# ---- design 1 ----
design_1/clock_wires.png
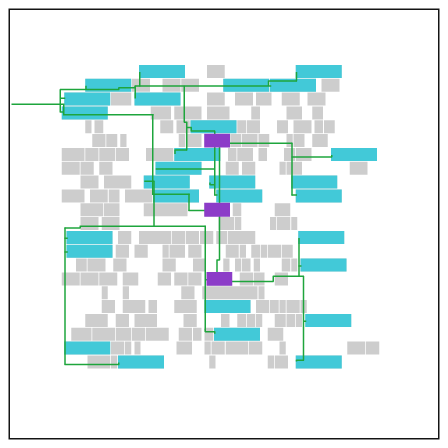

$ cat src/rtl/dl_report_ctrl.sv
// Deadlock report controller: latches the lowest-index unit that flags a deadlock,
// confirms it over CONFIRM_CYCLES consecutive cycles, posts a report and clears tokens.
module dl_report_ctrl #(
    parameter int PROC_NUM       = 3,
    parameter int CONFIRM_CYCLES = 4,
    parameter int IDX_W          = 2
) (
    input  logic                clock,
    input  logic                reset,
    input  logic [PROC_NUM-1:0] dl_in_vec,
    input  logic                report_ack,
    output logic                dl_detect_out,
    output logic [PROC_NUM-1:0] origin,
    output logic                token_clear,
    output logic                report_valid,
    output logic [IDX_W-1:0]    report_idx,
    output logic [7:0]          report_count
);

    typedef enum logic [1:0] {
        IDLE    = 2'd0,
        CONFIRM = 2'd1,
        HOLD    = 2'd2,
        CLEAR   = 2'd3
    } state_t;

    localparam logic [7:0] CNT_LAST = 8'(CONFIRM_CYCLES - 1);

    state_t              state_reg;
    logic [IDX_W-1:0]    idx_reg;
    logic [7:0]          cnt_reg;
    logic                detect_reg;
    logic [PROC_NUM-1:0] origin_reg;
    logic                token_clear_reg;
    logic                report_valid_reg;
    logic [IDX_W-1:0]    report_idx_reg;
    logic [7:0]          report_count_reg;

    // lower_any[k] is set when any unit below k is flagging, so only the lowest survives
    logic [PROC_NUM-1:0] lower_any;
    logic [PROC_NUM-1:0] first_onehot;
    logic [IDX_W-1:0]    first_idx;

    genvar gi;
    generate
        for (gi = 0; gi < PROC_NUM; gi++) begin : g_prio
            if (gi == 0) begin : g_first
                assign lower_any[gi] = 1'b0;
            end else begin : g_rest
                assign lower_any[gi] = lower_any[gi-1] | dl_in_vec[gi-1];
            end
            assign first_onehot[gi] = dl_in_vec[gi] & ~lower_any[gi];
        end
    endgenerate

    always_comb begin
        first_idx = '0;
        for (int i = 0; i < PROC_NUM; i++) begin
            if (first_onehot[i]) begin
                first_idx = IDX_W'(i);
            end
        end
    end

    // origin_reg is one-hot on the latched unit, so masking isolates its flag
    logic       tracked_bit;
    logic [7:0] count_inc;

    assign tracked_bit = |(dl_in_vec & origin_reg);
    assign count_inc   = (report_count_reg == 8'hFF) ? report_count_reg : report_count_reg + 8'd1;

    always_ff @(posedge clock or negedge reset) begin
        if (!reset) begin
            state_reg        <= IDLE;
            idx_reg          <= '0;
            cnt_reg          <= '0;
            detect_reg       <= 1'b0;
            origin_reg       <= '0;
            token_clear_reg  <= 1'b0;
            report_valid_reg <= 1'b0;
            report_idx_reg   <= '0;
            report_count_reg <= '0;
        end else begin
            report_valid_reg <= 1'b0;
            token_clear_reg  <= 1'b0;
            case (state_reg)
                IDLE: begin
                    if (|dl_in_vec) begin
                        idx_reg    <= first_idx;
                        origin_reg <= first_onehot;
                        detect_reg <= 1'b1;
                        cnt_reg    <= 8'd1;
                        if (CONFIRM_CYCLES == 1) begin
                            state_reg        <= HOLD;
                            report_valid_reg <= 1'b1;
                            report_idx_reg   <= first_idx;
                            report_count_reg <= count_inc;
                        end else begin
                            state_reg <= CONFIRM;
                        end
                    end
                end
                CONFIRM: begin
                    if (tracked_bit) begin
                        if (cnt_reg == CNT_LAST) begin
                            state_reg        <= HOLD;
                            report_valid_reg <= 1'b1;
                            report_idx_reg   <= idx_reg;
                            report_count_reg <= count_inc;
                        end else begin
                            cnt_reg <= cnt_reg + 8'd1;
                        end
                    end else begin
                        state_reg       <= CLEAR;
                        token_clear_reg <= 1'b1;
                        detect_reg      <= 1'b0;
                        origin_reg      <= '0;
                    end
                end
                HOLD: begin
                    if (report_ack) begin
                        state_reg       <= CLEAR;
                        token_clear_reg <= 1'b1;
                        detect_reg      <= 1'b0;
                        origin_reg      <= '0;
                    end
                end
                CLEAR: begin
                    state_reg <= IDLE;
                    cnt_reg   <= '0;
                end
                default: begin
                    state_reg <= IDLE;
                end
            endcase
        end
    end

    assign dl_detect_out = detect_reg;
    assign origin        = origin_reg;
    assign token_clear   = token_clear_reg;
    assign report_valid  = report_valid_reg;
    assign report_idx    = report_idx_reg;
    assign report_count  = report_count_reg;

endmodule

$ cat config.mk
export PLATFORM = sky130hd
export DESIGN_NAME = dl_report_ctrl
export DESIGN_NICKNAME = d
export VERILOG_FILES = /design/src/rtl/dl_report_ctrl.sv
export SDC_FILE = /design/constraint.sdc
export NUM_CORES = 1
export LEC_CHECK = 0
export CAP_MARGIN = 20
export CELL_PAD_IN_SITES_DETAIL_PLACEMENT = 0
export CELL_PAD_IN_SITES_GLOBAL_PLACEMENT = 1
export CORE_MARGIN = 10
export CORE_UTILIZATION = 38
export CTS_CLUSTER_SIZE = 14
export DETAILED_ROUTE_END_ITERATION = 8
export GPL_ROUTABILITY_DRIVEN = 0
export GPL_TIMING_DRIVEN = 1
export PLACE_DENSITY_LB_ADDON = 0.2
export REMOVE_ABC_BUFFERS = 1
export SLEW_MARGIN = 5
export SYNTH_ARGS = -nofsm -noshare
export SYNTH_HDL_FRONTEND = slang
export SYNTH_SLANG_ARGS = --single-unit
$ cat constraint.sdc
create_clock -name clock -period 2.16 [get_ports clock]
set_clock_uncertainty 0.05 [all_clocks]
set_input_delay 0.54 -clock clock [delete_from_list [all_inputs] [get_ports clock]]
set_output_delay 0.54 -clock clock [all_outputs]
set_load 0.01 [all_outputs]
# ---- design 2 ----
<file path="config.mk">
export PLATFORM = sky130hd
export DESIGN_NAME = eth_axil_regs_flat
export DESIGN_NICKNAME = d
export VERILOG_FILES = /design/src/rtl/eth_axil_regs_if.sv /design/src/rtl/eth_axil_regs.sv /design/src/flat_wrapper.sv
export SDC_FILE = /design/constraint.sdc
export NUM_CORES = 1
export LEC_CHECK = 0
export CAP_MARGIN = 40
export CELL_PAD_IN_SITES_DETAIL_PLACEMENT = 0
export CELL_PAD_IN_SITES_GLOBAL_PLACEMENT = 1
export CORE_MARGIN = 1
export CORE_UTILIZATION = 39
export DETAILED_ROUTE_END_ITERATION = 10
export HOLD_SLACK_MARGIN = 0.02
export PLACE_DENSITY = 0.79
export RECOVER_POWER = 50
export SYNTH_ARGS = -nofsm -noshare
export SYNTH_HDL_FRONTEND = slang
export SYNTH_SLANG_ARGS = --single-unit
</file>
<file path="constraint.sdc">
create_clock -name clk -period 2.29 [get_ports clk]
set_input_delay 0.229 -clock clk [delete_from_list [all_inputs] [get_ports clk]]
set_output_delay 0.229 -clock clk [all_outputs]
set_load 0.02 [all_outputs]
</file>
<file path="src/rtl/eth_axil_regs_if.sv">
// AXI-Lite bus between the Ethernet stack's UDP bridge (master) and its register bank (slave).
// 32-bit address and data, 4-bit byte strobe.
interface AXIL_IF;
  // Every channel moves one beat on a rising edge where valid and ready are both high.
  // Once valid is raised, it and its payload stay put until that edge.
  logic [31:0] awaddr;
  logic        awvalid;
  logic        awready;
  logic [31:0] wdata;
  logic [3:0]  wstrb;
  logic        wvalid;
  logic        wready;
  logic [1:0]  bresp;
  logic        bvalid;
  logic        bready;
  logic [31:0] araddr;
  logic        arvalid;
  logic        arready;
  logic [31:0] rdata;
  logic [1:0]  rresp;
  logic        rvalid;
  logic        rready;

  modport Slave (
    input  awaddr, awvalid, wdata, wstrb, wvalid, bready, araddr, arvalid, rready,
    output awready, wready, bresp, bvalid, arready, rdata, rresp, rvalid
  );

  modport Master (
    output awaddr, awvalid, wdata, wstrb, wvalid, bready, araddr, arvalid, rready,
    input  awready, wready, bresp, bvalid, arready, rdata, rresp, rvalid
  );
endinterface

</file>
<file path="src/rtl/eth_axil_regs.sv">
// Network configuration register bank behind the Ethernet stack's UDP-to-AXI-Lite bridge.
// Define ETH_AXIL_REGS_STATS_EN to add the rx_good/rx_bad/tx_good frame counters.
module eth_axil_regs #(
  parameter logic [47:0] DEFAULT_MAC     = 48'h02_00_00_00_00_01,
  parameter logic [31:0] DEFAULT_IP      = 32'hC0A8_0180,
  parameter logic [31:0] DEFAULT_GATEWAY = 32'hC0A8_0101,
  parameter logic [31:0] DEFAULT_SUBNET  = 32'hFFFF_FF00
) (
  input  logic        clk,
  input  logic        reset_n,
  AXIL_IF.Slave       axil_if,
  output logic [47:0] local_mac,
  output logic [31:0] local_ip,
  output logic [31:0] gateway_ip,
  output logic [31:0] subnet_mask,
  output logic        clear_arp_cache,
  input  logic        rx_good_frame,
  input  logic        rx_bad_frame,
  input  logic        tx_good_frame
);

  localparam logic [1:0]  RESP_OKAY   = 2'b00;
  localparam logic [1:0]  RESP_SLVERR = 2'b10;
  localparam logic [31:0] ID_VALUE    = 32'h4554_4801;

  localparam logic [5:0] IDX_ID      = 6'd0;
  localparam logic [5:0] IDX_CTRL    = 6'd1;
  localparam logic [5:0] IDX_MAC_LO  = 6'd2;
  localparam logic [5:0] IDX_MAC_HI  = 6'd3;
  localparam logic [5:0] IDX_IP      = 6'd4;
  localparam logic [5:0] IDX_GATEWAY = 6'd5;
  localparam logic [5:0] IDX_SUBNET  = 6'd6;
  localparam logic [5:0] IDX_SCRATCH = 6'd7;
`ifdef ETH_AXIL_REGS_STATS_EN
  localparam logic [5:0] IDX_RX_GOOD = 6'd8;
  localparam logic [5:0] IDX_RX_BAD  = 6'd9;
  localparam logic [5:0] IDX_TX_GOOD = 6'd10;
`endif

  function automatic logic [31:0] merge_bytes(input logic [31:0] old_v, input logic [31:0] new_v,
                                              input logic [3:0] strb);
    logic [31:0] r;
    r = old_v;
    for (int i = 0; i < 4; i++) begin
      if (strb[i]) r[8*i +: 8] = new_v[8*i +: 8];
    end
    return r;
  endfunction

  logic        aw_full, w_full, b_pend;
  logic        aw_full_n, w_full_n, b_pend_n, bvalid_n, rvalid_n;
  logic [5:0]  aw_idx;
  logic [31:0] w_data;
  logic [3:0]  w_strb;
  logic [31:0] scratch;
  logic        aw_hs, w_hs, b_hs, ar_hs, r_hs;
  logic        commit, ctrl_commit, wr_ok;
  logic [31:0] rd_data;
  logic [1:0]  rd_resp;

  assign aw_hs       = axil_if.awvalid && axil_if.awready;
  assign w_hs        = axil_if.wvalid && axil_if.wready;
  assign b_hs        = axil_if.bvalid && axil_if.bready;
  assign ar_hs       = axil_if.arvalid && axil_if.arready;
  assign r_hs        = axil_if.rvalid && axil_if.rready;
  assign commit      = aw_full && w_full;
  assign ctrl_commit = commit && (aw_idx == IDX_CTRL);

  always_comb begin
    wr_ok = 1'b0;
    case (aw_idx)
      IDX_CTRL, IDX_MAC_LO, IDX_MAC_HI, IDX_IP,
      IDX_GATEWAY, IDX_SUBNET, IDX_SCRATCH: wr_ok = 1'b1;
      default:                             wr_ok = 1'b0;
    endcase
  end

  // b_pend spaces bvalid one cycle after the commit edge; the readies stay low through it.
  always_comb begin
    aw_full_n = aw_full;
    w_full_n  = w_full;
    b_pend_n  = b_pend;
    bvalid_n  = axil_if.bvalid;
    rvalid_n  = axil_if.rvalid;
    if (aw_hs) aw_full_n = 1'b1;
    if (w_hs)  w_full_n  = 1'b1;
    if (commit) begin
      aw_full_n = 1'b0;
      w_full_n  = 1'b0;
      b_pend_n  = 1'b1;
    end
    if (b_pend) begin
      b_pend_n = 1'b0;
      bvalid_n = 1'b1;
    end else if (b_hs) begin
      bvalid_n = 1'b0;
    end
    if (ar_hs)     rvalid_n = 1'b1;
    else if (r_hs) rvalid_n = 1'b0;
  end

  always_ff @(posedge clk or negedge reset_n) begin
    if (!reset_n) begin
      aw_full         <= 1'b0;
      w_full          <= 1'b0;
      b_pend          <= 1'b0;
      aw_idx          <= '0;
      w_data          <= '0;
      w_strb          <= '0;
      axil_if.awready <= 1'b0;
      axil_if.wready  <= 1'b0;
      axil_if.bvalid  <= 1'b0;
      axil_if.bresp   <= RESP_OKAY;
      axil_if.arready <= 1'b0;
      axil_if.rvalid  <= 1'b0;
      axil_if.rdata   <= '0;
      axil_if.rresp   <= RESP_OKAY;
    end else begin
      aw_full         <= aw_full_n;
      w_full          <= w_full_n;
      b_pend          <= b_pend_n;
      axil_if.bvalid  <= bvalid_n;
      axil_if.rvalid  <= rvalid_n;
      axil_if.awready <= !aw_full_n && !b_pend_n && !bvalid_n;
      axil_if.wready  <= !w_full_n && !b_pend_n && !bvalid_n;
      axil_if.arready <= !rvalid_n;
      if (aw_hs) aw_idx <= axil_if.awaddr[7:2];
      if (w_hs) begin
        w_data <= axil_if.wdata;
        w_strb <= axil_if.wstrb;
      end
      if (commit) axil_if.bresp <= wr_ok ? RESP_OKAY : RESP_SLVERR;
      if (ar_hs) begin
        axil_if.rdata <= rd_data;
        axil_if.rresp <= rd_resp;
      end
    end
  end

  always_ff @(posedge clk or negedge reset_n) begin
    if (!reset_n) begin
      local_mac       <= DEFAULT_MAC;
      local_ip        <= DEFAULT_IP;
      gateway_ip      <= DEFAULT_GATEWAY;
      subnet_mask     <= DEFAULT_SUBNET;
      scratch         <= '0;
      clear_arp_cache <= 1'b0;
    end else begin
      clear_arp_cache <= ctrl_commit && w_strb[0] && w_data[0];
      if (commit) begin
        case (aw_idx)
          IDX_MAC_LO:  local_mac[31:0] <= merge_bytes(local_mac[31:0], w_data, w_strb);
          IDX_MAC_HI: begin
            if (w_strb[0]) local_mac[39:32] <= w_data[7:0];
            if (w_strb[1]) local_mac[47:40] <= w_data[15:8];
          end
          IDX_IP:      local_ip    <= merge_bytes(local_ip, w_data, w_strb);
          IDX_GATEWAY: gateway_ip  <= merge_bytes(gateway_ip, w_data, w_strb);
          IDX_SUBNET:  subnet_mask <= merge_bytes(subnet_mask, w_data, w_strb);
          IDX_SCRATCH: scratch     <= merge_bytes(scratch, w_data, w_strb);
          default: ;
        endcase
      end
    end
  end

`ifdef ETH_AXIL_REGS_STATS_EN
  logic [31:0] cnt_rx_good, cnt_rx_bad, cnt_tx_good;
  logic        cnt_clear;

  function automatic logic [31:0] sat_inc(input logic [31:0] v, input logic ev);
    return (ev && (v != 32'hFFFF_FFFF)) ? v + 32'd1 : v;
  endfunction

  assign cnt_clear = ctrl_commit && w_strb[0] && w_data[1];

  // A clear on the same edge as an event leaves the counter at zero.
  always_ff @(posedge clk or negedge reset_n) begin
    if (!reset_n) begin
      cnt_rx_good <= '0;
      cnt_rx_bad  <= '0;
      cnt_tx_good <= '0;
    end else if (cnt_clear) begin
      cnt_rx_good <= '0;
      cnt_rx_bad  <= '0;
      cnt_tx_good <= '0;
    end else begin
      cnt_rx_good <= sat_inc(cnt_rx_good, rx_good_frame);
      cnt_rx_bad  <= sat_inc(cnt_rx_bad, rx_bad_frame);
      cnt_tx_good <= sat_inc(cnt_tx_good, tx_good_frame);
    end
  end
`else
  logic unused_events;
  assign unused_events = rx_good_frame ^ rx_bad_frame ^ tx_good_frame;
`endif

  // Reads sample the registers before any same-edge commit, so they return the old value.
  always_comb begin
    rd_data = '0;
    rd_resp = RESP_OKAY;
    case (axil_if.araddr[7:2])
      IDX_ID:      rd_data = ID_VALUE;
      IDX_CTRL:    rd_data = '0;
      IDX_MAC_LO:  rd_data = local_mac[31:0];
      IDX_MAC_HI:  rd_data = {16'h0000, local_mac[47:32]};
      IDX_IP:      rd_data = local_ip;
      IDX_GATEWAY: rd_data = gateway_ip;
      IDX_SUBNET:  rd_data = subnet_mask;
      IDX_SCRATCH: rd_data = scratch;
`ifdef ETH_AXIL_REGS_STATS_EN
      IDX_RX_GOOD: rd_data = cnt_rx_good;
      IDX_RX_BAD:  rd_data = cnt_rx_bad;
      IDX_TX_GOOD: rd_data = cnt_tx_good;
`endif
      default:     rd_resp = RESP_SLVERR;
    endcase
  end

  logic unused_addr;
  assign unused_addr = ^{axil_if.awaddr[31:8], axil_if.awaddr[1:0],
                         axil_if.araddr[31:8], axil_if.araddr[1:0]};

endmodule
</file>
<file path="src/flat_wrapper.sv">
// flat-port wrapper written by rule: the top's interface ports become plain ports
module eth_axil_regs_flat 
#(
  parameter logic [47:0] DEFAULT_MAC     = 48'h02_00_00_00_00_01,
  parameter logic [31:0] DEFAULT_IP      = 32'hC0A8_0180,
  parameter logic [31:0] DEFAULT_GATEWAY = 32'hC0A8_0101,
  parameter logic [31:0] DEFAULT_SUBNET  = 32'hFFFF_FF00
)
  (clk, reset_n, local_mac, local_ip, gateway_ip, subnet_mask, clear_arp_cache, rx_good_frame, rx_bad_frame, tx_good_frame, axil_if_awaddr, axil_if_awvalid, axil_if_wdata, axil_if_wstrb, axil_if_wvalid, axil_if_bready, axil_if_araddr, axil_if_arvalid, axil_if_rready, axil_if_awready, axil_if_wready, axil_if_bresp, axil_if_bvalid, axil_if_arready, axil_if_rdata, axil_if_rresp, axil_if_rvalid);
  AXIL_IF axil_if_i ();
  input  logic clk;
  input  logic reset_n;
  output logic [47:0] local_mac;
  output logic [31:0] local_ip;
  output logic [31:0] gateway_ip;
  output logic [31:0] subnet_mask;
  output logic clear_arp_cache;
  input  logic rx_good_frame;
  input  logic rx_bad_frame;
  input  logic tx_good_frame;
  input wire logic [$bits(axil_if_i.awaddr)-1:0] axil_if_awaddr;
  input wire logic [$bits(axil_if_i.awvalid)-1:0] axil_if_awvalid;
  input wire logic [$bits(axil_if_i.wdata)-1:0] axil_if_wdata;
  input wire logic [$bits(axil_if_i.wstrb)-1:0] axil_if_wstrb;
  input wire logic [$bits(axil_if_i.wvalid)-1:0] axil_if_wvalid;
  input wire logic [$bits(axil_if_i.bready)-1:0] axil_if_bready;
  input wire logic [$bits(axil_if_i.araddr)-1:0] axil_if_araddr;
  input wire logic [$bits(axil_if_i.arvalid)-1:0] axil_if_arvalid;
  input wire logic [$bits(axil_if_i.rready)-1:0] axil_if_rready;
  output wire logic [$bits(axil_if_i.awready)-1:0] axil_if_awready;
  output wire logic [$bits(axil_if_i.wready)-1:0] axil_if_wready;
  output wire logic [$bits(axil_if_i.bresp)-1:0] axil_if_bresp;
  output wire logic [$bits(axil_if_i.bvalid)-1:0] axil_if_bvalid;
  output wire logic [$bits(axil_if_i.arready)-1:0] axil_if_arready;
  output wire logic [$bits(axil_if_i.rdata)-1:0] axil_if_rdata;
  output wire logic [$bits(axil_if_i.rresp)-1:0] axil_if_rresp;
  output wire logic [$bits(axil_if_i.rvalid)-1:0] axil_if_rvalid;
  assign axil_if_i.awaddr = axil_if_awaddr;
  assign axil_if_i.awvalid = axil_if_awvalid;
  assign axil_if_i.wdata = axil_if_wdata;
  assign axil_if_i.wstrb = axil_if_wstrb;
  assign axil_if_i.wvalid = axil_if_wvalid;
  assign axil_if_i.bready = axil_if_bready;
  assign axil_if_i.araddr = axil_if_araddr;
  assign axil_if_i.arvalid = axil_if_arvalid;
  assign axil_if_i.rready = axil_if_rready;
  assign axil_if_awready = axil_if_i.awready;
  assign axil_if_wready = axil_if_i.wready;
  assign axil_if_bresp = axil_if_i.bresp;
  assign axil_if_bvalid = axil_if_i.bvalid;
  assign axil_if_arready = axil_if_i.arready;
  assign axil_if_rdata = axil_if_i.rdata;
  assign axil_if_rresp = axil_if_i.rresp;
  assign axil_if_rvalid = axil_if_i.rvalid;
  eth_axil_regs #(.DEFAULT_MAC(DEFAULT_MAC), .DEFAULT_IP(DEFAULT_IP), .DEFAULT_GATEWAY(DEFAULT_GATEWAY), .DEFAULT_SUBNET(DEFAULT_SUBNET)) u_core (.clk(clk), .reset_n(reset_n), .axil_if(axil_if_i), .local_mac(local_mac), .local_ip(local_ip), .gateway_ip(gateway_ip), .subnet_mask(subnet_mask), .clear_arp_cache(clear_arp_cache), .rx_good_frame(rx_good_frame), .rx_bad_frame(rx_bad_frame), .tx_good_frame(tx_good_frame));
endmodule
</file>
# ---- design 3 ----
$ cat config.mk
export PLATFORM = sky130hd
export DESIGN_NAME = fc_sequencer
export DESIGN_NICKNAME = d
export VERILOG_FILES = /design/src/rtl/fc_pkg.sv /design/src/rtl/fc_sequencer.sv
export SDC_FILE = /design/constraint.sdc
export NUM_CORES = 1
export LEC_CHECK = 0
export CORE_MARGIN = 1
export CORE_UTILIZATION = 35
export DETAILED_ROUTE_END_ITERATION = 16
export MAX_ROUTING_LAYER = met4
export PLACE_DENSITY = 0.72
export SKIP_LAST_GASP = 1
export SLEW_MARGIN = 5
export SYNTH_ARGS = -nofsm -noshare
export SYNTH_HDL_FRONTEND = slang
export SYNTH_SLANG_ARGS = --single-unit
export TNS_END_PERCENT = 10
$ cat constraint.sdc
create_clock -name clk -period 1.54 [get_ports clk]
set_input_delay 0.231 -clock clk [delete_from_list [all_inputs] [get_ports clk]]
set_output_delay 0.231 -clock clk [all_outputs]
set_load 0.03 [all_outputs]
$ cat src/rtl/fc_pkg.sv
// Shared types and constants for the fully-connected layer sequencer.
package fc_pkg;

    typedef enum logic [2:0] {
        IDLE  = 3'd0,
        CLEAR = 3'd1,
        FEED  = 3'd2,
        DRAIN = 3'd3,
        OUT   = 3'd4,
        DONE  = 3'd5
    } state_e;

    // Cycles between the last address issue and a settled core accumulator.
    localparam int DRAIN_CYCLES = 3;

    function automatic int addr_w(input int n);
        return (n > 1) ? $clog2(n) : 1;
    endfunction

endpackage

$ cat src/rtl/fc_sequencer.sv
// Layer sequencer feeding the FC MAC core: addressing, operand pipeline, result handoff.
// Build option FC_SEQ_RELU_EN clamps negative results to zero at capture.
module fc_sequencer
    import fc_pkg::*;
#(
    parameter  int IN_DATA_WITDH = 8,
    parameter  int NUM_IN        = 16,
    parameter  int NUM_OUT       = 8,
    localparam int NODE_AW       = addr_w(NUM_IN),
    localparam int WEGT_AW       = addr_w(NUM_IN * NUM_OUT),
    localparam int BIAS_AW       = addr_w(NUM_OUT),
    localparam int RES_W         = 4 * IN_DATA_WITDH
) (
    input  logic                     clk,
    input  logic                     reset_n,
    input  logic                     i_start,
    output logic                     o_busy,
    output logic                     o_done,
    output logic                     o_mem_en,
    output logic [NODE_AW-1:0]       o_node_addr,
    output logic [WEGT_AW-1:0]       o_wegt_addr,
    output logic [BIAS_AW-1:0]       o_bias_addr,
    input  logic [IN_DATA_WITDH-1:0] i_node_data,
    input  logic [IN_DATA_WITDH-1:0] i_wegt_data,
    input  logic [IN_DATA_WITDH-1:0] i_bias_data,
    output logic                     o_core_run,
    output logic                     o_core_valid,
    output logic [IN_DATA_WITDH-1:0] o_core_node,
    output logic [IN_DATA_WITDH-1:0] o_core_wegt,
    output logic [IN_DATA_WITDH-1:0] o_core_bias,
    input  logic [RES_W-1:0]         i_core_result,
    output logic                     o_res_valid,
    input  logic                     i_res_ready,
    output logic [RES_W-1:0]         o_res_data,
    output logic [BIAS_AW-1:0]       o_res_idx,
    output state_e                   o_state
);

    localparam logic [NODE_AW-1:0] K_LAST     = NODE_AW'(NUM_IN - 1);
    localparam logic [BIAS_AW-1:0] N_LAST     = BIAS_AW'(NUM_OUT - 1);
    localparam logic [1:0]         DRAIN_LAST = 2'(DRAIN_CYCLES - 1);
    localparam logic [WEGT_AW-1:0] ROW_STRIDE = WEGT_AW'(NUM_IN);

    state_e               state_q, state_d;
    logic [NODE_AW-1:0]   k_q, k_d;
    logic [BIAS_AW-1:0]   neuron_q, neuron_d;
    logic [1:0]           drain_q, drain_d;
    logic                 busy_q, busy_d;
    logic                 done_q, done_d;
    logic                 res_valid_q, res_valid_d;
    logic [RES_W-1:0]     res_data_q, res_data_d;
    logic [BIAS_AW-1:0]   res_idx_q, res_idx_d;
    logic [RES_W-1:0]     capture;

    logic                     feed_d1_q, first_d1_q, core_valid_q;
    logic [IN_DATA_WITDH-1:0] core_node_q, core_wegt_q, core_bias_q;

`ifdef FC_SEQ_RELU_EN
    assign capture = i_core_result[RES_W-1] ? '0 : i_core_result;
`else
    assign capture = i_core_result;
`endif

    always_ff @(posedge clk or negedge reset_n) begin
        if (!reset_n) begin
            state_q     <= IDLE;
            k_q         <= '0;
            neuron_q    <= '0;
            drain_q     <= '0;
            busy_q      <= 1'b0;
            done_q      <= 1'b0;
            res_valid_q <= 1'b0;
            res_data_q  <= '0;
            res_idx_q   <= '0;
        end else begin
            state_q     <= state_d;
            k_q         <= k_d;
            neuron_q    <= neuron_d;
            drain_q     <= drain_d;
            busy_q      <= busy_d;
            done_q      <= done_d;
            res_valid_q <= res_valid_d;
            res_data_q  <= res_data_d;
            res_idx_q   <= res_idx_d;
        end
    end

    // Handshake: a result transfers on any cycle with o_res_valid & i_res_ready;
    // o_res_valid/o_res_data/o_res_idx hold steady until that transfer.
    always_comb begin
        state_d     = state_q;
        k_d         = k_q;
        neuron_d    = neuron_q;
        drain_d     = drain_q;
        busy_d      = busy_q;
        done_d      = 1'b0;
        res_valid_d = res_valid_q;
        res_data_d  = res_data_q;
        res_idx_d   = res_idx_q;
        case (state_q)
            IDLE: begin
                if (i_start) begin
                    state_d  = CLEAR;
                    busy_d   = 1'b1;
                    neuron_d = '0;
                end
            end
            CLEAR: begin
                k_d     = '0;
                drain_d = '0;
                state_d = FEED;
            end
            FEED: begin
                if (k_q == K_LAST) begin
                    k_d     = '0;
                    state_d = DRAIN;
                end else begin
                    k_d = k_q + 1'b1;
                end
            end
            DRAIN: begin
                if (drain_q == DRAIN_LAST) begin
                    state_d     = OUT;
                    res_valid_d = 1'b1;
                    res_data_d  = capture;
                    res_idx_d   = neuron_q;
                end else begin
                    drain_d = drain_q + 1'b1;
                end
            end
            OUT: begin
                if (i_res_ready) begin
                    res_valid_d = 1'b0;
                    if (neuron_q == N_LAST) begin
                        state_d = DONE;
                    end else begin
                        neuron_d = neuron_q + 1'b1;
                        state_d  = CLEAR;
                    end
                end
            end
            DONE: begin
                state_d = IDLE;
                busy_d  = 1'b0;
                done_d  = 1'b1;
            end
            default: state_d = IDLE;
        endcase
    end

    // Read data lands one cycle after the address; bias only rides on k=0.
    always_ff @(posedge clk or negedge reset_n) begin
        if (!reset_n) begin
            feed_d1_q    <= 1'b0;
            first_d1_q   <= 1'b0;
            core_valid_q <= 1'b0;
            core_node_q  <= '0;
            core_wegt_q  <= '0;
            core_bias_q  <= '0;
        end else begin
            feed_d1_q    <= o_mem_en;
            first_d1_q   <= o_mem_en && (k_q == '0);
            core_valid_q <= feed_d1_q;
            if (feed_d1_q) begin
                core_node_q <= i_node_data;
                core_wegt_q <= i_wegt_data;
                core_bias_q <= first_d1_q ? i_bias_data : '0;
            end else begin
                core_node_q <= '0;
                core_wegt_q <= '0;
                core_bias_q <= '0;
            end
        end
    end

    assign o_mem_en     = (state_q == FEED);
    assign o_node_addr  = k_q;
    assign o_bias_addr  = neuron_q;
    assign o_wegt_addr  = WEGT_AW'(neuron_q) * ROW_STRIDE + WEGT_AW'(k_q);
    assign o_core_run   = (state_q == CLEAR);
    assign o_core_valid = core_valid_q;
    assign o_core_node  = core_node_q;
    assign o_core_wegt  = core_wegt_q;
    assign o_core_bias  = core_bias_q;
    assign o_busy       = busy_q;
    assign o_done       = done_q;
    assign o_res_valid  = res_valid_q;
    assign o_res_data   = res_data_q;
    assign o_res_idx    = res_idx_q;
    assign o_state      = state_q;

endmodule

design_1/port_trees.png
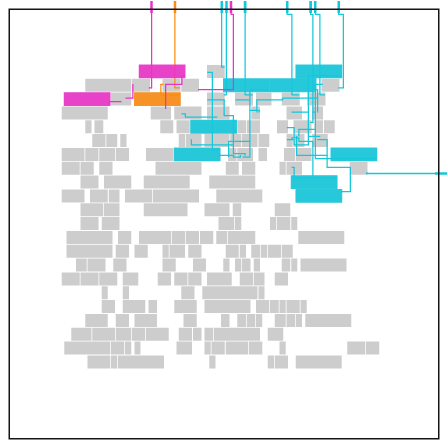
legend:
  magenta:
    port: report_idx
    bits: 2
    direction: output
    edge: north
    end_cells: 2
    buffers: 2
    wire: 55.3 um
  orange:
    port: report_valid
    bits: 1
    direction: output
    edge: north
    end_cells: 1
    buffers: 1
    wire: 22.2 um
  cyan:
    port: report_count
    bits: 8
    direction: output
    edge: 7 north, 1 east
    end_cells: 8
    buffers: 8
    wire: 364 um
Port Buffers: 21
I/O pins: 22

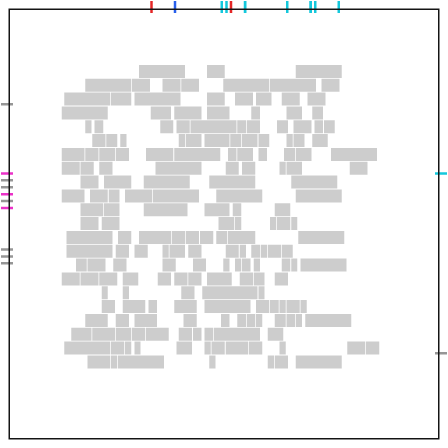
design_1/pinout.png
Pins as bars across the die edge, other pins in grey.
legend:
  cyan:
    port: report_count
    pins: 8
    direction: output
    edge: 7 north, 1 east
  red:
    port: report_idx
    pins: 2
    direction: output
    edge: north
  blue:
    port: report_valid
    pins: 1
    direction: output
    edge: north
  magenta:
    port: dl_in_vec
    pins: 3
    direction: input
    edge: west
all pins by edge: 10 west, 10 north, 2 east
Vert. Die Dim: 84.2 um
die span in x: 84.2 um

## Picture notes: design_1/clock_wires.png
legend:
  cyan:
    item: flip-flops
    count: 28
  purple:
    item: clock-net drivers
    count: 3
  green:
    item: clock wires
    length: 384 um
routed clock nets: 4

==> run_results.csv, design 1 <==
group,metric,value,unit
global_routing,grt_pass1_vias,1332,
synth,synth_cells,148,
critical_path,crit_cells,6,
clock_network,cts.sinks,28,
outcome,status,"completed",
synth,ys_seq_share,44.8,%
power_and_ir_drop,power_density,1090,nW/um^2
synth,yosys-top-cells-count,"28 x dfrtp_1, 14 x nand2_1, 8 x ha_1, 8 x nand3_1, 7 x inv_1",
sta,clock.fmax,483,MHz
critical_path,path_max_fanout,5,
synth,ys_async_sr_fraction,100,%
power_and_ir_drop,switchingPower,0.000808,W
finish,area_growth,33.5,%
power_and_ir_drop,clkPwrFrac,18.3,%
placed_design,dp.cells,240,
floorplanning,core_area,4000,sq um
detailed_routing,wl_met3,127,um
synth,synth.distinct_cells,50,
detailed_routing,ant_nets,0,
synth,adder_share,6.40,%
sta,period_needed,2070,ps
[design 1: final cells by class]
cell class / count / area [sq um] / area share, %
Multi-Input combinational cell: 107 / 815 / 39.0
Timing Repair Buffer: 46 / 405 / 19.4
Sequential cell: 28 / 701 / 33.6
Clock buffer: 3 / 41.3 / 1.98
Inverter: 9 / 33.8 / 1.62
Clock inverter: 1 / 30.0 / 1.44
Tap cell: 50 / 62.6 / 3.00
[design 1: power by group through the flow]
stage               clock network [W]  registers, W  logic [W]
global route                 0.000456      0.000736    0.00126
detailed placement                  0      0.000729    0.00114
global placement                    0      0.000722    0.00110
CTS                          0.000431      0.000722    0.00114
floorplan                           0      0.000754   0.000624
finish                       0.000418      0.000723    0.00114
[design 1: per-stage QoR]
step	area, sq um	hold slack, ps	TNS, ps
2_1_floorplan	1540	194	-1080
3_3_place_gp	2000	439	-3460
3_5_place_dp	2000	452	-4630
4_1_cts	2080	475	0
5_1_grt	2090	499	0
6_report	2090	468	0
[design 1: final timing paths]
check                                     end
worst max-delay path                origin[2]
worst min-delay path            report_idx[1]
worst max register to register      origin[2]
worst min register to register  report_idx[1]
max in group asynchronous          cnt_reg[2]
min in group asynchronous          cnt_reg[5]
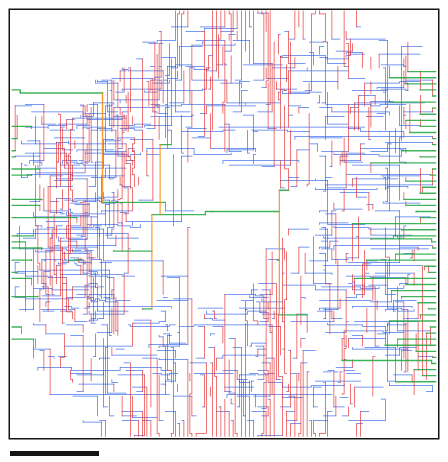
design_3/layers.png
The bar under the picture is 20 um long.
legend:
  red:
    layer: M2
    wire_length: 3,700 um
  orange:
    layer: M4
    wire_length: 89.1 um
  green:
    layer: M3
    wire_length: 500 um
  blue:
    layer: M1
    wire_length: 3,050 um

==> run_results.csv, design 3 <==
group,metric,value,unit
synth,synth_warnings,0,
clock_network,cts_made_buffers,9,
synth,adder_share,2.03,%
finish,final_util,59.7,%
finish,comb_area,1050,sq um
global_routing,met3_usage,4.03,%
sta,finalMaxSlewViolations,0,
detailed_routing,m1WireLength,3050,um
synth,mux_share,14.3,%
detailed_routing,wl_met3,499,um
sta,setup_viol,65,
synth,yosys.area.top_type,"dfrtp_1",
sta,holdWs,334,ps
finish,clk_share,3.57,%
synth,synth.top_cell.area_share,62.7,%
sta,setup_ws,-110,ps
critical_path,crit_path_end_kind,"output port",
synth,synth-edff-count,0,
clock_network,h-tree-depth,3,
finish,n_all_buffers,167,
outcome,violations,"negative setup slack",
outcome,status,"complete, but fails checks",
floorplanning,chipWidth,95.7,um
-- design 3: state kept, by name (all words and copies together) (netlist names) --
register      count
o_core_valid      1
o_core_node       8
drain_q           2
feed_d1_q         1
o_state           3
o_core_bias       8
o_node_addr       4
o_res_valid       1
o_busy            1
o_res_data       32
o_core_wegt       8
o_bias_addr       3
o_res_idx         3
o_done            1
first_d1_q        1
-- design 3: worst reg2reg max path: cells and delay by family (launching register included) --
family                   cells  cell delay, ps
adder cells (fa/ha/maj)      2             330
flip-flops                   1             430
AND-OR/OR-AND                1             190
AND/OR/NAND/NOR              1             170
multiplexers                 1             320
-- design 3: how the worst min path moves through the flow --
stage	from	end	slack, ps	cells after the start
2_1_floorplan	reset_n	drain_q[0]	-60	0
3_3_place_gp	reset_n	o_res_data[24]	160	1
3_5_place_dp	reset_n	o_res_data[27]	160	1
4_1_cts	reset_n	o_res_data[27]	340	2
5_1_grt	reset_n	o_res_data[27]	340	2
6_report	reset_n	o_res_data[27]	330	2
-- design 3: logic make-up after synthesis --
group | after synthesis
XOR/XNOR | 2
AND/OR/NAND/NOR | 56
flip-flops | 77
AND-OR/OR-AND | 27
adder cells (fa/ha/maj) | 5
multiplexers | 34
buffers and inverters | 24
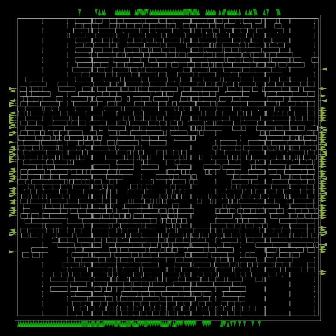
design_2/placed.png
Layout Cells excl Fill: 1,437
Final Core Density: 54.3%
tapcell count: 378

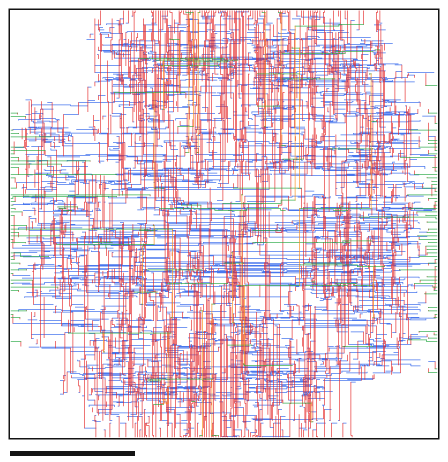
design_2/layers.png
The bar under the picture is 50 um long.
legend:
  green:
    layer: M3
    wire_length: 1,610 um
  red:
    layer: M2
    wire_length: 15,500 um
  blue:
    layer: M1
    wire_length: 14,100 um
  orange:
    layer: M4
    wire_length: 899 um
wire per inst: 22.3 um
WL final: 32,000 um

==> run_results.csv, design 2 <==
group,metric,value,unit
floorplanning,die_area,29100,sq um
power_and_ir_drop,vdd_drop_max,0.000884,V
detailed_routing,dr.pass1.iters,5,
outcome,status,"complete, but fails checks",
critical_path,endpoint,"u_core.local_ip[26]",
floorplanning,core_area,27900,sq um
synth,synth.distinct_cells,50,
synth,synthFlopType,"dfrtp_1",
global_routing,grt_pass1_vias,7837,
global_routing,busiest_layer,"met2",
power_and_ir_drop,p_int,0.0110,W
outcome,violations,"max-capacitance violations, max-slew violations",
global_routing,grt.total_usage,22.2,%
run,maxCapViolations,1,
clock_network,cts_made_buffers,28,
global_routing,use_met2,36.2,%
finish,largest_reg_flops,48,
detailed_routing,drcViolationCount,0,
finish,layout_top_cell,"clkdlybuf4s50_1",
critical_path,worstSetupStartpoint,"u_core.aw_idx[3]",
finish,comb_area_share,28.7,%
finish,clk_share,6.31,%
sta,finalMaxSlewViolations,63,
synth,synth_flops,261,
critical_path,path_class,"register to register",
min_path,holdCritPathClass,"input pin to register",
==> design 2: worst min path at each step <==
stage / start / endpoint / slack, ps / cells past startpoint
2_1_floorplan: reset_n / u_core.aw_full / -70 / 0
4_1_cts: reset_n / u_core.local_mac[17] / 240 / 2
6_report: axil_if_wdata[2] / u_core.w_data[2] / 300 / 2
3_5_place_dp: reset_n / u_core.local_mac[17] / 220 / 1
5_1_grt: axil_if_wdata[22] / u_core.w_data[22] / 290 / 2
3_3_place_gp: reset_n / u_core.local_mac[17] / 220 / 1
==> design 2: layer usage <==
metal,routed length [um],vias up
li1,-,3398
met1,14100,3918
met2,15500,235
met3,1610,52
met4,899,0
met5,0,-
==> design 2: kinds of logic (layout without fill, tap and decap cells) <==
kind of cell / after synthesis / in the layout / share of synthesized area, %
DFF: 261 / 261 / 59.4
muxes: 253 / 253 / 26.7
and+or+nand+nor: 112 / 112 / 6.17
AOI/OAI and AO/OA: 90 / 90 / 6.15
buffers and inverters: 41 / 340 / 1.59
other: 1 / 3 / 0.0338
==> design 2: what timing repair did <==
| item | in CTS | in global routing |
|---|---|---|
| endpoints found under the hold margin | 60 | 0 |
| buffers inserted | 0 | 0 |
| hold buffers | 1 | 0 |

# ---- design 4 ----
design_4/layers.png
The bar under the picture is 20 um long.
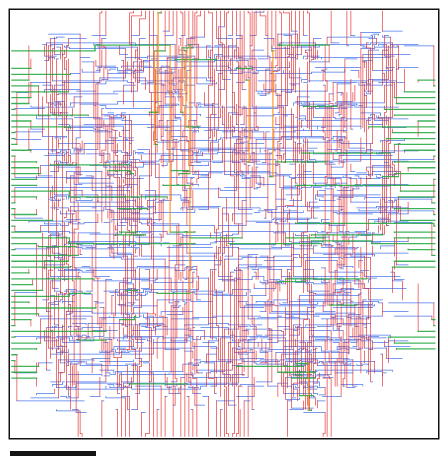

## src/rtl/lix_reg_arb_pkg.sv

```systemverilog
`default_nettype none
// ============================================================================
//  Module      : lix_reg_arb_pkg
//  Description : Shared helpers and types for the lix_reg_arb arbiter slice.
//  Revision    : 1.0 - initial release
// ============================================================================
package lix_reg_arb_pkg;

    // Ceiling log2 for elaboration-time width derivation.
    function automatic int lix_clog2(input int value);
        int result;
        result = 0;
        while ((1 << result) < value) begin
            result = result + 1;
        end
        return result;
    endfunction

    // Requester-index width; a single requester still gets a 1-bit field.
    function automatic int lix_idw(input int n);
        return (n > 1) ? lix_clog2(n) : 1;
    endfunction

    // Occupancy of the shared holding register.
    typedef enum logic [0:0] {
        ST_EMPTY = 1'b0,
        ST_FULL  = 1'b1
    } lix_state_t;

endpackage : lix_reg_arb_pkg
`default_nettype wire

```

## src/rtl/lix_reg.sv

```systemverilog
`default_nettype none
// ============================================================================
//  Module      : lix_reg
//  Description : W-bit holding register with load strobe, enable and
//                asynchronous active-low reset.
//  Revision    : 1.0 - initial release
// ============================================================================
module lix_reg #(
    parameter int W = 32
) (
    input  logic         clk_i,
    input  logic         rst_ni,
    input  logic         i_en,
    input  logic         i_vld,
    input  logic [W-1:0] i_x,
    output logic [W-1:0] o_z
);

    logic [W-1:0] r_z;

    // Capture the incoming word whenever a qualified load is presented.
    always_ff @(posedge clk_i or negedge rst_ni) begin
        if (!rst_ni) begin
            r_z <= '0;
        end else if (i_en && i_vld) begin
            r_z <= i_x;
        end
    end

    assign o_z = r_z;

endmodule : lix_reg
`default_nettype wire

```

## src/rtl/lix_rr_pick.sv

```systemverilog
`default_nettype none
// ============================================================================
//  Module      : lix_rr_pick
//  Description : Combinational round-robin picker. Searches the request
//                vector starting at the pointer and wrapping around.
//  Revision    : 1.0 - initial release
// ============================================================================
module lix_rr_pick
    import lix_reg_arb_pkg::*;
#(
    parameter  int N   = 4,
    localparam int IDW = lix_idw(N)
) (
    input  logic [N-1:0]   i_req,
    input  logic [IDW-1:0] i_ptr,
    output logic [N-1:0]   o_gnt,
    output logic [IDW-1:0] o_idx,
    output logic           o_any
);

    // First requester at or after the pointer, in wrap-around order, wins.
    always_comb begin
        int w_k;
        o_gnt = '0;
        o_idx = '0;
        o_any = 1'b0;
        w_k   = 0;
        for (int i = 0; i < N; i++) begin
            w_k = int'(i_ptr) + i;
            if (w_k >= N) begin
                w_k = w_k - N;
            end
            if (!o_any && i_req[w_k]) begin
                o_gnt[w_k] = 1'b1;
                o_idx      = IDW'(w_k);
                o_any      = 1'b1;
            end
        end
    end

endmodule : lix_rr_pick
`default_nettype wire

```

## src/rtl/lix_reg_arb.sv

```systemverilog
`default_nettype none
// ============================================================================
//  Module      : lix_reg_arb
//  Description : Round-robin arbiter feeding one shared holding register,
//                presented downstream through a valid/ready handshake.
//  Revision    : 1.0 - initial release
// ============================================================================
module lix_reg_arb
    import lix_reg_arb_pkg::*;
#(
    parameter  int W   = 32,
    parameter  int N   = 4,
    localparam int IDW = lix_idw(N)
) (
    input  logic           clk_i,
    input  logic           rst_i,
    input  logic [N-1:0]   i_vld,
    input  logic [N*W-1:0] i_x,
    output logic [N-1:0]   o_rdy,
    output logic           o_vld,
    output logic [W-1:0]   o_z,
    output logic [IDW-1:0] o_id,
    input  logic           i_rdy
);

    lix_state_t     r_state;
    lix_state_t     w_state_nxt;
    logic [IDW-1:0] r_ptr;
    logic [IDW-1:0] r_id;
    logic [N-1:0]   w_gnt;
    logic [IDW-1:0] w_idx;
    logic           w_any;
    logic           w_acc;
    logic           w_grant;
    logic [W-1:0]   w_x_sel;

    lix_rr_pick #(
        .N (N)
    ) u_pick (
        .i_req (i_vld),
        .i_ptr (r_ptr),
        .o_gnt (w_gnt),
        .o_idx (w_idx),
        .o_any (w_any)
    );

    // A slot may load when empty or when its current word is draining now;
    // grants are suppressed while reset is held.
    assign w_acc   = (r_state == ST_EMPTY) || i_rdy;
    assign w_grant = w_acc && w_any && !rst_i;
    assign o_rdy   = w_grant ? w_gnt : '0;
    assign w_x_sel = i_x[int'(w_idx)*W +: W];

    lix_reg #(
        .W (W)
    ) u_lix_reg (
        .clk_i  (clk_i),
        .rst_ni (~rst_i),
        .i_en   (1'b1),
        .i_vld  (w_grant),
        .i_x    (w_x_sel),
        .o_z    (o_z)
    );

    // Occupancy state register.
    always_ff @(posedge clk_i or posedge rst_i) begin
        if (rst_i) begin
            r_state <= ST_EMPTY;
        end else begin
            r_state <= w_state_nxt;
        end
    end

    // Load takes priority over drain so a simultaneous swap keeps the slot full.
    always_comb begin
        w_state_nxt = r_state;
        if (w_grant) begin
            w_state_nxt = ST_FULL;
        end else if ((r_state == ST_FULL) && i_rdy) begin
            w_state_nxt = ST_EMPTY;
        end
    end

    // Record the winner and advance the pointer past it on every grant.
    always_ff @(posedge clk_i or posedge rst_i) begin
        if (rst_i) begin
            r_id  <= '0;
            r_ptr <= '0;
        end else if (w_grant) begin
            r_id  <= w_idx;
            r_ptr <= (int'(w_idx) == N-1) ? '0 : w_idx + IDW'(1);
        end
    end

    assign o_vld = (r_state == ST_FULL);
    assign o_id  = r_id;

endmodule : lix_reg_arb
`default_nettype wire

```

## config.mk

```make
export PLATFORM = sky130hd
export DESIGN_NAME = lix_reg_arb
export DESIGN_NICKNAME = d
export VERILOG_FILES = /design/src/rtl/lix_reg_arb_pkg.sv /design/src/rtl/lix_reg.sv /design/src/rtl/lix_rr_pick.sv /design/src/rtl/lix_reg_arb.sv
export SDC_FILE = /design/constraint.sdc
export NUM_CORES = 1
export LEC_CHECK = 0
export CAP_MARGIN = 20
export CORE_MARGIN = 4
export CORE_UTILIZATION = 44
export CTS_CLUSTER_SIZE = 16
export DETAILED_ROUTE_END_ITERATION = 10
export HOLD_SLACK_MARGIN = 0.1
export PLACE_DENSITY_LB_ADDON = 0.1
export SETUP_SLACK_MARGIN = 0.15
export SLEW_MARGIN = 20
export SYNTH_ARGS = -nofsm -noshare
export SYNTH_HDL_FRONTEND = slang
export SYNTH_SLANG_ARGS = --single-unit
```

## constraint.sdc

```tcl
create_clock -name clk_i -period 6.27 [get_ports clk_i]
set_input_delay 1.5675 -clock clk_i [delete_from_list [all_inputs] [get_ports clk_i]]
set_output_delay 1.5675 -clock clk_i [all_outputs]
set_load 0.005 [all_outputs]
```

# ---- design 5 ----
## src/rtl/fault.sv

```systemverilog
// Stuck-at fault exercise circuit: x = (a XNOR b) & (~c | d), built from the
// fault-site nets u, w, p, y, with a 9-bit capture/shift observation chain.
module fault #(
  parameter int unsigned CHAIN_LEN = 9
) (
  input  logic clk,
  input  logic rst_n,
  input  logic a,
  input  logic b,
  input  logic c,
  input  logic d,
  output logic x,
  input  logic scan_en,
  input  logic capture,
  input  logic scan_in,
  output logic scan_out
);

  // Gate-level netlist kept as discrete nets so each one stays a fault site.
  logic u;
  logic w;
  logic p;
  logic y;

  assign u = a & b;
  assign w = ~(a | b);
  assign p = u | w;
  assign y = ~c | d;
  assign x = p & y;

  logic [CHAIN_LEN-1:0] chain;
  logic [CHAIN_LEN-1:0] capture_map;

  assign capture_map = {a, b, c, d, u, w, p, y, x};

  // Shift takes priority over capture; the chain only observes, never feeds x.
  always_ff @(posedge clk or negedge rst_n) begin
    if (!rst_n) begin
      chain <= '0;
    end else if (scan_en) begin
      chain <= {chain[CHAIN_LEN-2:0], scan_in};
    end else if (capture) begin
      chain <= capture_map;
    end
  end

  assign scan_out = chain[CHAIN_LEN-1];

endmodule

```

## config.mk

```make
export PLATFORM = sky130hd
export DESIGN_NAME = fault
export DESIGN_NICKNAME = d
export VERILOG_FILES = /design/src/rtl/fault.sv
export SDC_FILE = /design/constraint.sdc
export NUM_CORES = 1
export LEC_CHECK = 0
export ABC_AREA = 0
export CAP_MARGIN = 20
export CORE_AREA = 4 4 41 43
export CTS_CLUSTER_DIAMETER = 30
export CTS_CLUSTER_SIZE = 8
export DETAILED_ROUTE_END_ITERATION = 10
export DIE_AREA = 0 0 45 47
export PLACE_DENSITY = 0.69
export SYNTH_ARGS = -nofsm -noshare
export SYNTH_HDL_FRONTEND = slang
export SYNTH_SLANG_ARGS = --single-unit
export TNS_END_PERCENT = 5
```

## constraint.sdc

```tcl
create_clock -name clk -period 2.2 [get_ports clk]
set_input_delay 0.66 -clock clk [delete_from_list [all_inputs] [get_ports clk]]
set_output_delay 0.66 -clock clk [all_outputs]
set_load 0.01 [all_outputs]
```


==> layout pictures side by side <==
I/O nets highlighted.
Plate I
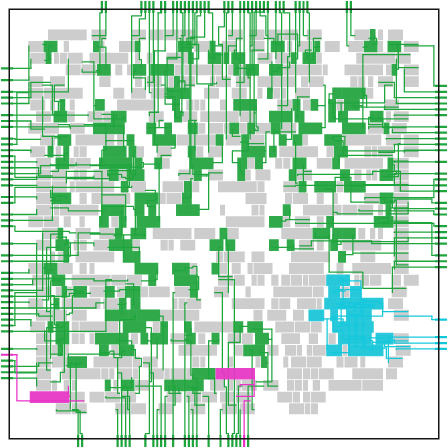
Plate II
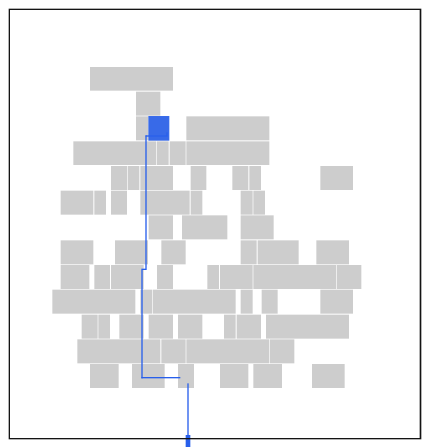
Plate I is design 4.
Plate II is design 5.
- most cells: Plate I

Key to Plate I:
legend:
  green:
    port: i_x
    bits: 128
    direction: input
    edge: 41 west, 38 north, 26 east, 23 south
    end_cells: 192
    buffers: 128
    wire: 3,640 um
  cyan:
    port: i_vld
    bits: 4
    direction: input
    edge: east
    end_cells: 19
    buffers: 4
    wire: 260 um
  magenta:
    port: o_id
    bits: 2
    direction: output
    edge: 1 south, 1 west
    end_cells: 2
    buffers: 2
    wire: 52.2 um

design_4/pinout.png
Pins as bars across the die edge, other pins in grey.
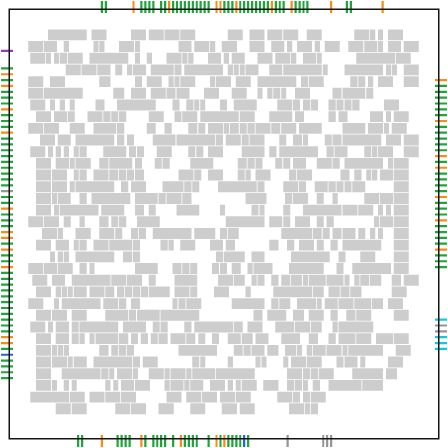
legend:
  cyan:
    port: i_vld
    pins: 4
    direction: input
    edge: east
  green:
    port: i_x
    pins: 128
    direction: input
    edge: 41 west, 38 north, 26 east, 23 south
  blue:
    port: o_id
    pins: 2
    direction: output
    edge: 1 south, 1 west
  orange:
    port: o_z
    pins: 32
    direction: output
    edge: 11 west, 9 north, 7 east, 5 south
  purple:
    port: clk_i
    pins: 1
    direction: input
    edge: west
all pins by edge: 55 west, 47 north, 39 east, 33 south
Port Buffers: 173
die span in x: 99.6 um
Vert. Die Dim: 99.6 um

## Picture notes: design_4/layers.png
legend:
  blue:
    layer: M1
    wire_length: 5,600 um
  red:
    layer: M2
    wire_length: 6,800 um
  orange:
    layer: M4
    wire_length: 235 um
  green:
    layer: M3
    wire_length: 1,120 um
gr usage total: 27.6%
vias: 4,437
WL final: 13,800 um
wire per inst: 18.8 um

==> run_results.csv, design 4 <==
group,metric,value,unit
outcome,status,"completed",
power_and_ir_drop,p_int,0.00114,W
synth,yosys-top-cells-count,"75 x nand2_1, 38 x nor2_1, 37 x dfrtp_1, 36 x a21oi_1, 33 x nand3_1",
finish,largest_reg_flops,32,
synth,yosys.area_share.xor_xnor,0,%
synth,yosys.area.top_type,"dfrtp_1",
detailed_routing,dr.max_layer_used,"met4",
power_and_ir_drop,vdd_drop_max,0.000226,V
power_and_ir_drop,p_leak,1.93,nW
synth,fp_nets,626,
sta,worst_pin_slew,1050,ps
finish,nets,769,
sta,max_slew_margin,29.8,%
sta,clock.fmax,173,MHz
run,openroad.warnings,29,
power_and_ir_drop,comb_power_share,73.2,%
finish,area_growth,49.7,%
power_and_ir_drop,maxPowerGroup,"combinational cells",
clock_network,cts.sinks,37,
synth,synth_flops,37,
design 4: placed cells by master (no fill, tap or decap), types with 2 or more instances in the layout:
| cell type | instances |
|---|---|
| a2111oi_0 | 7 |
| a2111oi_2 | 24 |
| a211oi_4 | 2 |
| a21o_1 | 2 |
| a21oi_1 | 36 |
| a221o_1 | 4 |
| a221oi_1 | 31 |
| and2_1 | 30 |
| buf_4 | 11 |
| clkbuf_8 | 5 |
| clkdlybuf4s50_1 | 173 |
| clkinv_1 | 2 |
| dfrtp_1 | 37 |
| ha_1 | 5 |
| inv_1 | 2 |
| mux2_2 | 5 |
| mux2i_1 | 5 |
| mux4_2 | 2 |
| nand2_1 | 74 |
| nand2b_1 | 2 |
| nand3_1 | 33 |
| nor2_1 | 38 |
| nor2b_1 | 2 |
| nor3_1 | 32 |
| o21ai_0 | 15 |
| o21ai_1 | 24 |
| o31ai_1 | 2 |
| o31ai_4 | 2 |
design 4: layout make-up:
type | instances | area share [%]
Timing Repair Buffer | 184 | 32.8
Clock inverter | 1 | 0.0905
Inverter | 4 | 0.271
Multi-Input combinational cell | 397 | 46.5
Sequential cell | 37 | 16.7
Clock buffer | 5 | 1.24
Tap cell | 105 | 2.38
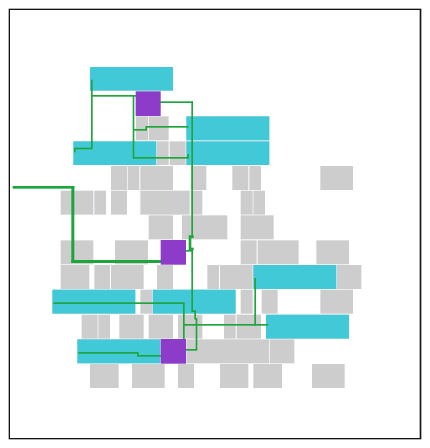
design_5/clock_wires.png
legend:
  green:
    item: clock wires
    length: 143 um
  purple:
    item: clock-net drivers
    count: 3
  cyan:
    item: flip-flops
    count: 9
routed clock nets: 4
clk_skew: 2.47 ps
clock distribution power: 0.000127 W
Clock Latency Late Sink: 260 ps
Clk pwr share: 31.0%

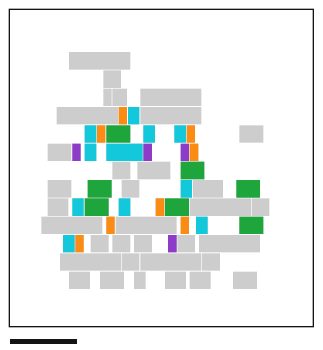
design_5/gates.png
The bar under the picture is 10 um long.
legend:
  green:
    family: mux cells
    cells: 7
    most_used: mux2i_1
  cyan:
    family: aoi and oai cells
    cells: 11
    most_used: o21ai_0
  orange:
    family: nand cells
    cells: 8
    most_used: nand2_1
    where: centre
  purple:
    family: inv cells
    cells: 4
    most_used: inv_1
    where: centre
Top cell excl fill/tap: dfrtp_1
Layout Cells excl Fill: 79
logic share of the area: 35.4%

==> run_results.csv, design 5 <==
group,metric,value,unit
outcome,status,"completed",
detailed_routing,vias_per_cell,4.82,
global_routing,use_met2,17.8,%
detailed_routing,drtIter0Drc,8,
global_routing,busiest_layer,"met2",
clock_network,cts_setup_buffers,1,
synth,synth_warnings,0,
synth,synth.top_cell.area_share,47.0,%
run,maxCapViolations,0,
global_routing,met3_usage,2.30,%
sta,finalMaxSlewViolations,0,
finish,top_regs,"chain x9",
global_routing,grt_pass1_vias,362,
clock_network,cts_made_buffers,3,
synth,synth-edff-count,0,
sta,holdWs,486,ps
finish,design_area,651,sq um
clock_network,clk_path_buf_depth,2,
floorplanning,chipWidth,45,um
finish,area_growth,35.8,%
min_path,holdCritPathClass,"register to register",
synth,yosys_cells,47,
design 5: report_power, final:
part / leakage (nW) / internal [W] / switching, W
Clock: 0.0150 / 0.0000699 / 0.0000570
Combinational: 0.194 / 0.0000462 / 0.0000394
Sequential: 0.111 / 0.000186 / 0.0000112
Total: 0.320 / 0.000302 / 0.000108
design 5: per-layer routing:
metal | share of wire [%] | vias to the layer above | wire, um
li1 | - | 192 | -
met1 | 42 | 174 | 413
met2 | 52 | 13 | 506
met3 | 4.5 | 2 | 44
met4 | 0.82 | 0 | 8
met5 | 0 | - | 0
design 5: critical path, cell delays in order:
cell and delay [ps]:
dlygate4sd2_1 240, inv_1 90, ha_4 210, nor2b_1 160
buf_2 160
design 5: layout make-up:
type                       count  area (sq um)  share of cell area [%]
inverter                       4          15.0                    2.31
tap                           15          18.8                    2.88
timing repair buffer          16           135                    20.8
multi-input combinational     31           230                    35.4
clock buffer                   4          26.3                    4.04
sequential                     9           225                    34.6
design 5: placed cells by master (no fill, tap or decap), drive strengths merged:
master	count
a21oi	2
a221oi	1
buf	7
clkbuf	4
clkdlybuf4s50	5
dfrtp	9
dlygate4sd2	4
ha	2
inv	4
mux2i	7
nand2	8
nor2b	2
o21ai	8
or2b	1


==> screenshots <==
Clock distribution.
image #1
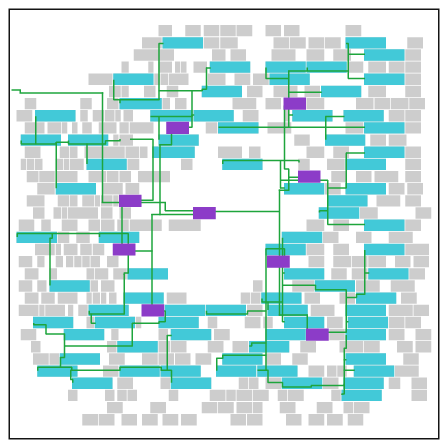
image #2
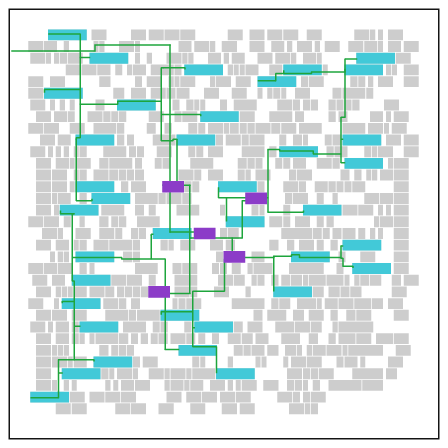
image #3
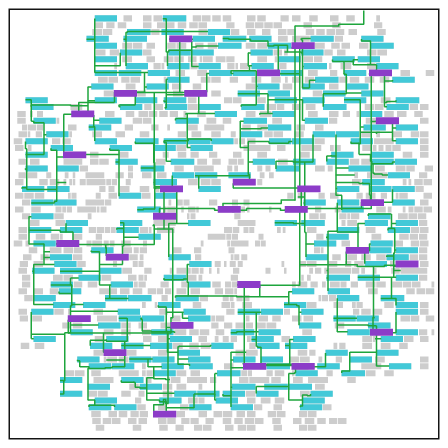
Image #1 comes from design 3.
Image #3 comes from design 2.
Image #2 comes from design 4.
The one with the most sequential cells is image #3.
The one with the fewest sequential cells is image #2.

No activity file was given, so power comes from the tool's default toggle rates.
